######## block 1 ########
### The clock network, block 1

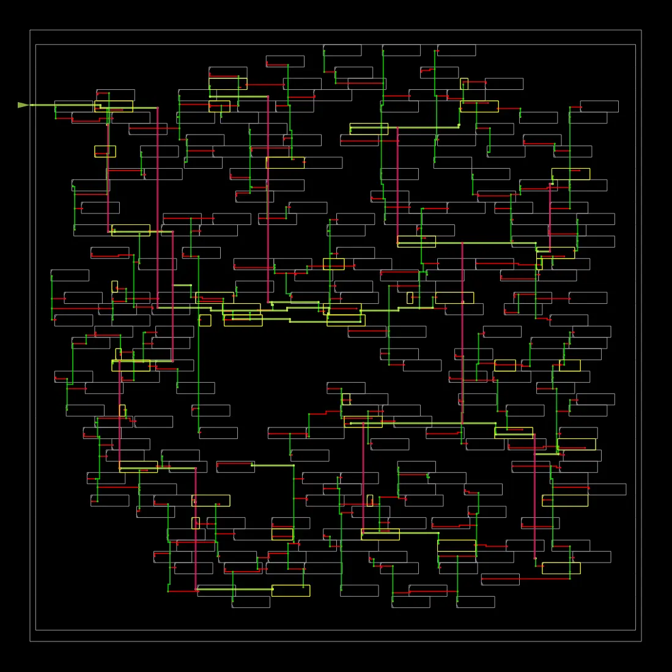
<file path="src/rtl/ak4619_tdm_target.sv">
// Codec-side target of the AK4619 TDM128 link: oversamples bick/lrck/sdin1 on clk,
// deserialises four DAC slots and serialises four ADC slots on sdout1.
module ak4619_tdm_target #(
  parameter int W           = 16,
  parameter int SYNC_STAGES = 2
) (
  input  logic         clk,
  input  logic         rst_n,
  input  logic         bick,
  input  logic         lrck,
  input  logic         sdin1,
  output logic         sdout1,
  input  logic [W-1:0] adc0,
  input  logic [W-1:0] adc1,
  input  logic [W-1:0] adc2,
  input  logic [W-1:0] adc3,
  output logic [W-1:0] dac0,
  output logic [W-1:0] dac1,
  output logic [W-1:0] dac2,
  output logic [W-1:0] dac3,
  output logic         sample_valid,
  output logic         locked,
  output logic         frame_err
);

  logic [SYNC_STAGES-1:0] bick_sync_r;
  logic [SYNC_STAGES-1:0] lrck_sync_r;
  logic [SYNC_STAGES-1:0] sdin_sync_r;
  logic                   bick_hist_r;
  logic                   lrck_last_rise_r;

  logic [7:0]   bit_cnt_r;
  logic         overrun_r;
  logic         aligned_r;
  logic [1:0]   good_cnt_r;
  logic         locked_r;
  logic         frame_err_r;
  logic         sample_valid_r;
  logic         sdout_r;
  logic [W-1:0] rx_r    [4];
  logic [W-1:0] tx_r    [4];
  logic [W-1:0] dac_r   [4];

  logic         bick_s;
  logic         lrck_s;
  logic         sdin_s;
  logic         rise_s;
  logic         fall_s;
  logic         sync_s;
  logic         in_frame_s;
  logic [1:0]   slot_s;
  logic [4:0]   pos_s;
  logic         tx_bit_s;
  logic [W-1:0] rx_next_s [4];

  assign bick_s     = bick_sync_r[SYNC_STAGES-1];
  assign lrck_s     = lrck_sync_r[SYNC_STAGES-1];
  assign sdin_s     = sdin_sync_r[SYNC_STAGES-1];
  assign rise_s     = bick_s & ~bick_hist_r;
  assign fall_s     = ~bick_s & bick_hist_r;
  assign sync_s     = rise_s & lrck_s & ~lrck_last_rise_r;
  // bit_cnt never exceeds 128, so bit 7 alone marks "outside a frame"
  assign in_frame_s = ~bit_cnt_r[7];
  assign slot_s     = bit_cnt_r[6:5];
  assign pos_s      = bit_cnt_r[4:0];

  assign sdout1       = sdout_r;
  assign dac0         = dac_r[0];
  assign dac1         = dac_r[1];
  assign dac2         = dac_r[2];
  assign dac3         = dac_r[3];
  assign sample_valid = sample_valid_r;
  assign locked       = locked_r;
  assign frame_err    = frame_err_r;

  // Input synchronisers and bick edge history
  always_ff @(posedge clk or negedge rst_n) begin
    if (!rst_n) begin
      bick_sync_r <= {SYNC_STAGES{1'b0}};
      lrck_sync_r <= {SYNC_STAGES{1'b0}};
      sdin_sync_r <= {SYNC_STAGES{1'b0}};
      bick_hist_r <= 1'b0;
    end else begin
      bick_sync_r <= {bick_sync_r[SYNC_STAGES-2:0], bick};
      lrck_sync_r <= {lrck_sync_r[SYNC_STAGES-2:0], lrck};
      sdin_sync_r <= {sdin_sync_r[SYNC_STAGES-2:0], sdin1};
      bick_hist_r <= bick_s;
    end
  end

  // Slot bit insertion and transmit bit selection; slot bits below the sample fall out
  always_comb begin
    for (int i = 0; i < 4; i++) begin
      rx_next_s[i] = rx_r[i];
    end
    tx_bit_s = 1'b0;
    for (int b = 0; b < W; b++) begin
      if (pos_s == 5'(W - 1 - b)) begin
        rx_next_s[slot_s][b] = sdin_s;
        tx_bit_s             = tx_r[slot_s][b];
      end else begin
        tx_bit_s = tx_bit_s;
      end
    end
  end

  // Frame alignment, receive, lock tracking and error reporting
  always_ff @(posedge clk or negedge rst_n) begin
    if (!rst_n) begin
      lrck_last_rise_r <= 1'b0;
      bit_cnt_r        <= 8'd128;
      overrun_r        <= 1'b0;
      aligned_r        <= 1'b0;
      good_cnt_r       <= 2'd0;
      locked_r         <= 1'b0;
      frame_err_r      <= 1'b0;
      sample_valid_r   <= 1'b0;
      for (int i = 0; i < 4; i++) begin
        rx_r[i]  <= {W{1'b0}};
        tx_r[i]  <= {W{1'b0}};
        dac_r[i] <= {W{1'b0}};
      end
    end else begin
      frame_err_r    <= 1'b0;
      sample_valid_r <= 1'b0;
      if (rise_s) begin
        lrck_last_rise_r <= lrck_s;
      end else begin
        lrck_last_rise_r <= lrck_last_rise_r;
      end
      if (sync_s) begin
        bit_cnt_r <= 8'd0;
        overrun_r <= 1'b0;
        aligned_r <= 1'b1;
        tx_r[0]   <= adc0;
        tx_r[1]   <= adc1;
        tx_r[2]   <= adc2;
        tx_r[3]   <= adc3;
        for (int i = 0; i < 4; i++) begin
          rx_r[i] <= {W{1'b0}};
        end
        if ((bit_cnt_r == 8'd128) && !overrun_r) begin
          // The first sync after reset only aligns; it closes no frame
          if (aligned_r) begin
            if (good_cnt_r != 2'd2) begin
              good_cnt_r <= good_cnt_r + 2'd1;
            end else begin
              good_cnt_r <= good_cnt_r;
            end
            if (good_cnt_r != 2'd0) begin
              locked_r <= 1'b1;
            end else begin
              locked_r <= locked_r;
            end
          end else begin
            good_cnt_r <= good_cnt_r;
          end
        end else begin
          frame_err_r <= 1'b1;
          locked_r    <= 1'b0;
          good_cnt_r  <= 2'd0;
        end
      end else if (rise_s) begin
        if (in_frame_s) begin
          bit_cnt_r <= bit_cnt_r + 8'd1;
          for (int i = 0; i < 4; i++) begin
            rx_r[i] <= rx_next_s[i];
          end
          if (bit_cnt_r == 8'd127) begin
            for (int i = 0; i < 4; i++) begin
              dac_r[i] <= rx_next_s[i];
            end
            sample_valid_r <= 1'b1;
          end else begin
            sample_valid_r <= 1'b0;
          end
        end else begin
          overrun_r <= 1'b1;
        end
      end else begin
        bit_cnt_r <= bit_cnt_r;
      end
    end
  end

  // Serial output changes only on bick falls and idles low outside a frame
  always_ff @(posedge clk or negedge rst_n) begin
    if (!rst_n) begin
      sdout_r <= 1'b0;
    end else if (fall_s) begin
      sdout_r <= in_frame_s & tx_bit_s;
    end else begin
      sdout_r <= sdout_r;
    end
  end

endmodule

</file>
<file path="config.mk">
export PLATFORM = sky130hd
export DESIGN_NAME = ak4619_tdm_target
export DESIGN_NICKNAME = d
export VERILOG_FILES = /design/src/rtl/ak4619_tdm_target.sv
export SDC_FILE = /design/constraint.sdc
export NUM_CORES = 1
export LEC_CHECK = 0
export ABC_AREA = 1
export CAP_MARGIN = 20
export CORE_UTILIZATION = 44
export CTS_CLUSTER_DIAMETER = 200
export DETAILED_ROUTE_END_ITERATION = 10
export GPL_TIMING_DRIVEN = 1
export PLACE_DENSITY = 0.66
export REMOVE_ABC_BUFFERS = 1
export SYNTH_ARGS = -nofsm -noshare
export SYNTH_HDL_FRONTEND = slang
export SYNTH_SLANG_ARGS = --single-unit
</file>
<file path="constraint.sdc">
create_clock -name clk -period 3.8 [get_ports clk]
set_input_delay 0.76 -clock clk [delete_from_list [all_inputs] [get_ports clk]]
set_output_delay 0.76 -clock clk [all_outputs]
set_load 0.02 [all_outputs]
</file>
==> flow_summary.yaml <==
# generated from flow reports
worst_setup_path:
  rrSetupSlack_ps: 950
  start_kind: "flop"
  cp_top_family: "simple AND/OR/NAND/NOR gates"
  cp_cell_sequence: "inv_2 -> nand2_1 -> buf_4 -> o22ai_1 -> nor2_1 -> a21oi_1 -> nand2_1 -> nand2_1 -> nand3_1 -> nand3_1 -> nand2_1 -> nand2_1 -> nand2_1 -> nand2_1 -> nand2_1 -> nand2_1 -> nand2_1 -> nand2_1 -> nand2_1"
  endpoint_kind: "flop"
  cp_common_cell: "nand2_1"
  reg2reg_to: "sdout1"
flow_run:
  openroad.warnings: 31
yosys:
  yosysWarnings: 0
  ys_sh_mux_pct: 0
  synthFlopType: "dfrtp_1"
  avgSynthCellArea_um2: 8.60
  ys_cells: 1086
routing:
  routedWlPerCell_um: 16.1
  met1Wirelength_mm: 10.9
  route.met3.wl_mm: 1.34
min_path:
  min_from: "bick_sync_r[0]"
  whs_path_depth: 0
  hold_path_end: "bick_sync_r[1]"
power_and_ir_drop:
  maxPowerGroup: "sequential cells"
  powerComb_uw: 748
  p_comb_share_pct: 13.2
  seqPwrFrac_pct: 46.6
final_layout:
  comb_cells: 699
  clock_cell_area_share_pct: 6.69
  sh_seq_area_pct: 46.1
  drive_gt1_share_pct: 5.10
  fin_area_um2: 11700
  sh_comb_area_pct: 27.9
  regArea_um2: 5410
timing:
  drv_slew: 0
  rsz0062_at_grt: "false"
floorplan:
  die_h_um: 148
place:
  numPlacedInstances: 1444
  gp_congestion: 0.924
grt:
  antenna_found_initial: 0
  grt_overflow: 0
  use_met3_pct: 3.33
  grt_max_degree: 112
outcome:
  status: "finished, final reports clean"
cts:
  ctsRootBufferMaster: "clkbuf_16"
  htree_levels: 1
  clk_latency_ps: 510
Notes on 'The clock network' of block 1 above:
Worst Clk Skew: 12.2 ps
P_clk: 2280 uW
TritonCTS buffer count: 24
registers: 216


######## block 2 ########
### Sequential cells colored by netlist name, block 2

Bar = 20 um.
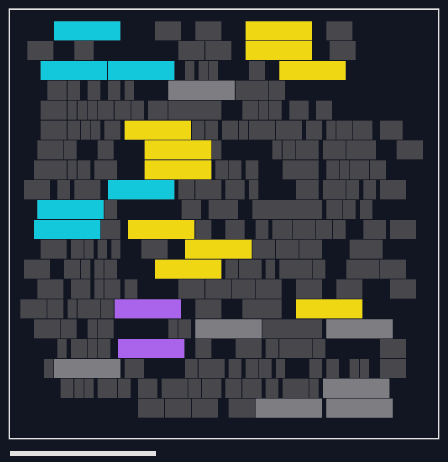
### Port wiring, block 2

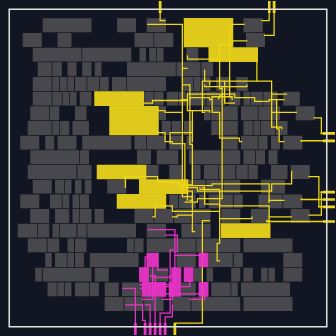
### Sizing map, block 2

Bar = 20 um.
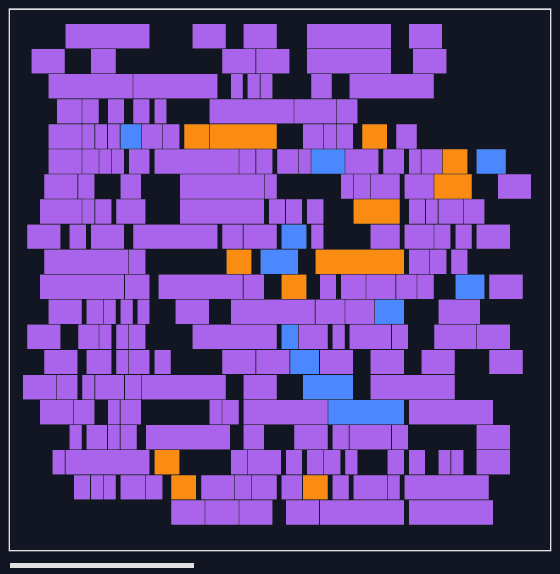
$ cat config.mk
export PLATFORM = sky130hd
export DESIGN_NAME = accum_engine
export DESIGN_NICKNAME = d
export VERILOG_FILES = /design/src/rtl/accum_engine.sv
export SDC_FILE = /design/constraint.sdc
export NUM_CORES = 1
export LEC_CHECK = 0
export CAP_MARGIN = 0
export CORE_UTILIZATION = 50
export CTS_CLUSTER_SIZE = 25
export DETAILED_ROUTE_END_ITERATION = 6
export HOLD_SLACK_MARGIN = 0.1
export PLACE_DENSITY = 0.83
export SYNTH_ARGS = -nofsm -noshare
export SYNTH_HDL_FRONTEND = slang
export SYNTH_SLANG_ARGS = --single-unit
$ cat constraint.sdc
create_clock -name clk -period 3 [get_ports clk]
set_clock_uncertainty 0.05 [all_clocks]
set_input_delay 0.45 -clock clk [delete_from_list [all_inputs] [get_ports clk]]
set_output_delay 0.45 -clock clk [all_outputs]
set_load 0.03 [all_outputs]
$ cat src/rtl/accum_engine.sv
// ============================================================================
// Module   : accum_engine
// Purpose  : Round-based step accumulator answering the round controller,
//            saturating and locking at LIMIT until the enable is dropped.
// Revision : 1.0 - initial release
// ============================================================================
`default_nettype none

module accum_engine #(
  parameter int STEPS    = 4,
  parameter int LIMIT    = 100,
  parameter int MAX_STEP = 30
) (
  input  logic       clk,
  input  logic       rst,
  input  logic       step_en,
  input  logic       judge,
  input  logic       control_set,
  input  logic [5:0] input_num,
  output logic [5:0] now_num,
  output logic [9:0] sum_num,
  output logic [5:0] flag,
  output logic       busy,
  output logic       full,
  output logic       err
);

  localparam logic [1:0] S_IDLE = 2'd0;
  localparam logic [1:0] S_RUN  = 2'd1;
  localparam logic [1:0] S_DONE = 2'd2;
  localparam logic [1:0] S_FULL = 2'd3;

  localparam logic [9:0] c_limit    = 10'(LIMIT);
  localparam logic [5:0] c_steps    = 6'(STEPS);
  localparam logic [5:0] c_max_step = 6'(MAX_STEP);

  logic [1:0] r_state;
  logic [5:0] r_now;
  logic [9:0] r_sum;
  logic [5:0] r_flag;
  logic       r_err;

  logic [9:0] w_sum_next;
  logic [5:0] w_flag_inc;
  logic       w_step_legal;

  assign w_sum_next   = r_sum + {4'b0000, r_now};
  assign w_flag_inc   = r_flag + 6'd1;
  assign w_step_legal = (input_num != 6'd0) && (input_num <= c_max_step);

  always_ff @(posedge clk or posedge rst) begin
    if (rst) begin
      r_state <= S_IDLE;
      r_now   <= 6'd0;
      r_sum   <= 10'd0;
      r_flag  <= 6'd0;
      r_err   <= 1'b0;
    end else if (!control_set) begin
      r_state <= S_IDLE;
      r_now   <= 6'd0;
      r_sum   <= 10'd0;
      r_flag  <= 6'd0;
      r_err   <= 1'b0;
    end else begin
      r_err <= 1'b0;
      case (r_state)
        S_IDLE: begin
          // A saturated total must never be re-armed; park it in FULL.
          if (r_sum == c_limit) begin
            r_state <= S_FULL;
          end else if (judge) begin
            if (w_step_legal) begin
              r_now   <= input_num;
              r_flag  <= 6'd0;
              r_state <= S_RUN;
            end else begin
              r_err <= 1'b1;
            end
          end
        end
        S_RUN: begin
          // Abort outranks a coincident step strobe.
          if (!judge) begin
            r_state <= S_IDLE;
          end else if (step_en) begin
            r_flag <= w_flag_inc;
            if (w_sum_next >= c_limit) begin
              r_sum   <= c_limit;
              r_state <= S_FULL;
            end else begin
              r_sum <= w_sum_next;
              if (w_flag_inc == c_steps) begin
                r_state <= S_DONE;
              end
            end
          end
        end
        S_DONE: begin
          if (!judge) begin
            r_flag  <= 6'd0;
            r_state <= S_IDLE;
          end
        end
        S_FULL: begin
          r_state <= S_FULL;
        end
        default: begin
          r_state <= S_IDLE;
        end
      endcase
    end
  end

  assign now_num = r_now;
  assign sum_num = r_sum;
  assign flag    = r_flag;
  assign err     = r_err;
  assign busy    = (r_state == S_RUN);
  assign full    = (r_state == S_FULL);

endmodule

`default_nettype wire

==> flow_summary.yaml <==
# generated from flow reports
timing:
  setup_viol: 0
  finalHoldViolCount: 0
power_and_ir_drop:
  p_switching_uw: 200
  p_clk_share_pct: 22.4
  p_total_uw: 659
  seqPwrFrac_pct: 54.9
  p_clk_uw: 148
  p_int_uw: 460
place:
  gp_congestion: 0.885
  place_ws_ps: 144
  dpl.hpwl_mm: 2.96
worst_setup_path:
  critPathRequiredTime_ps: 3210
  start_kind: "flop"
  cp_top_family: "AND-OR/OR-AND gates"
  crit_path_end: "sum_num[4]"
  cp_cell_sequence: "ha_2 -> fa_2 -> a21o_2 -> a221oi_4 -> nor3_2 -> or4b_4 -> a211oi_4 -> a32o_1"
yosys:
  topCombFamilyByArea: "AND-OR/OR-AND gates"
  synth_top_area_share_pct: 39.1
  syn_inst: 174
  xor_area_share_pct: 2.19
  synthFlopType: "dfrtp_1"
final_layout:
  diodes: 0
  final_common_cell: "clkdlybuf4s50_1"
  largest_register_ffs: 10
  largest_class: "logic gates"
routing:
  route.met2.wl_mm: 1.88
  routedWlPerCell_um: 14.9
  first_pass_iters: 4
flow_run:
  cap_violations: 0
floorplan:
  fp-row-count: 20
grt:
  grt_max_degree: 26
outcome:
  status: "finished, final reports clean"
## Picture notes: 'Sequential cells colored by netlist name' of block 2
color	name in the netlist	placed flops
cyan	flag	6
yellow	sum_num	10
purple	r_state	2
Seq/total area: 30.6%
Final Core Density: 67.0%
sequential power: 362 uW
FF+latch area: 626 um2

## Picture notes: 'Port wiring' of block 2
color	port	bits	direction	edge	end cells	buffers	wire
yellow	sum_num	10	output	6 right, 3 top, 1 bottom	10	10	510 um
magenta	input_num	6	input	bottom	9	6	134 um
number of port buffers: 35
io pins: 36

## Picture notes: 'Sizing map' of block 2
color	size	cells	share
orange	drive 3 to 4	12	5.6%
purple	drive 1 or less	191	89%
blue	drive 2	11	5.1%
Final WS setup: 147 ps
Final Cell Area: 2050 um2
Non-clock buffers: 40



==> screenshots <==
Wiring by layer.
Plate I
Bar = 50 um.
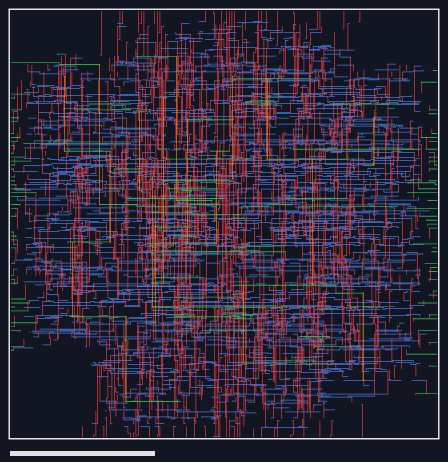
Plate II
Bar = 20 um.
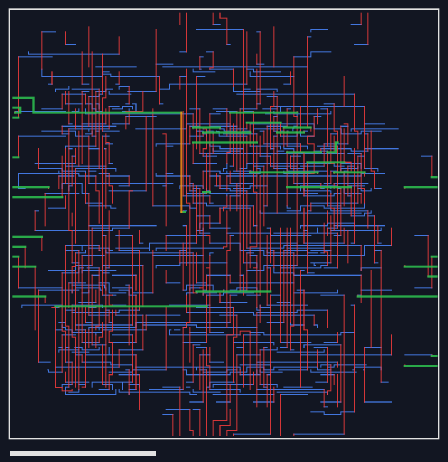
block 1 -> Plate I
block 2 -> Plate II

Key to Plate II:
color	layer	wire length
orange	met4	13.6 um
green	met3	187 um
red	met2	1,880 um
blue	met1	1,770 um

Power figures rest on the tool's default switching activity, not on a simulated workload.
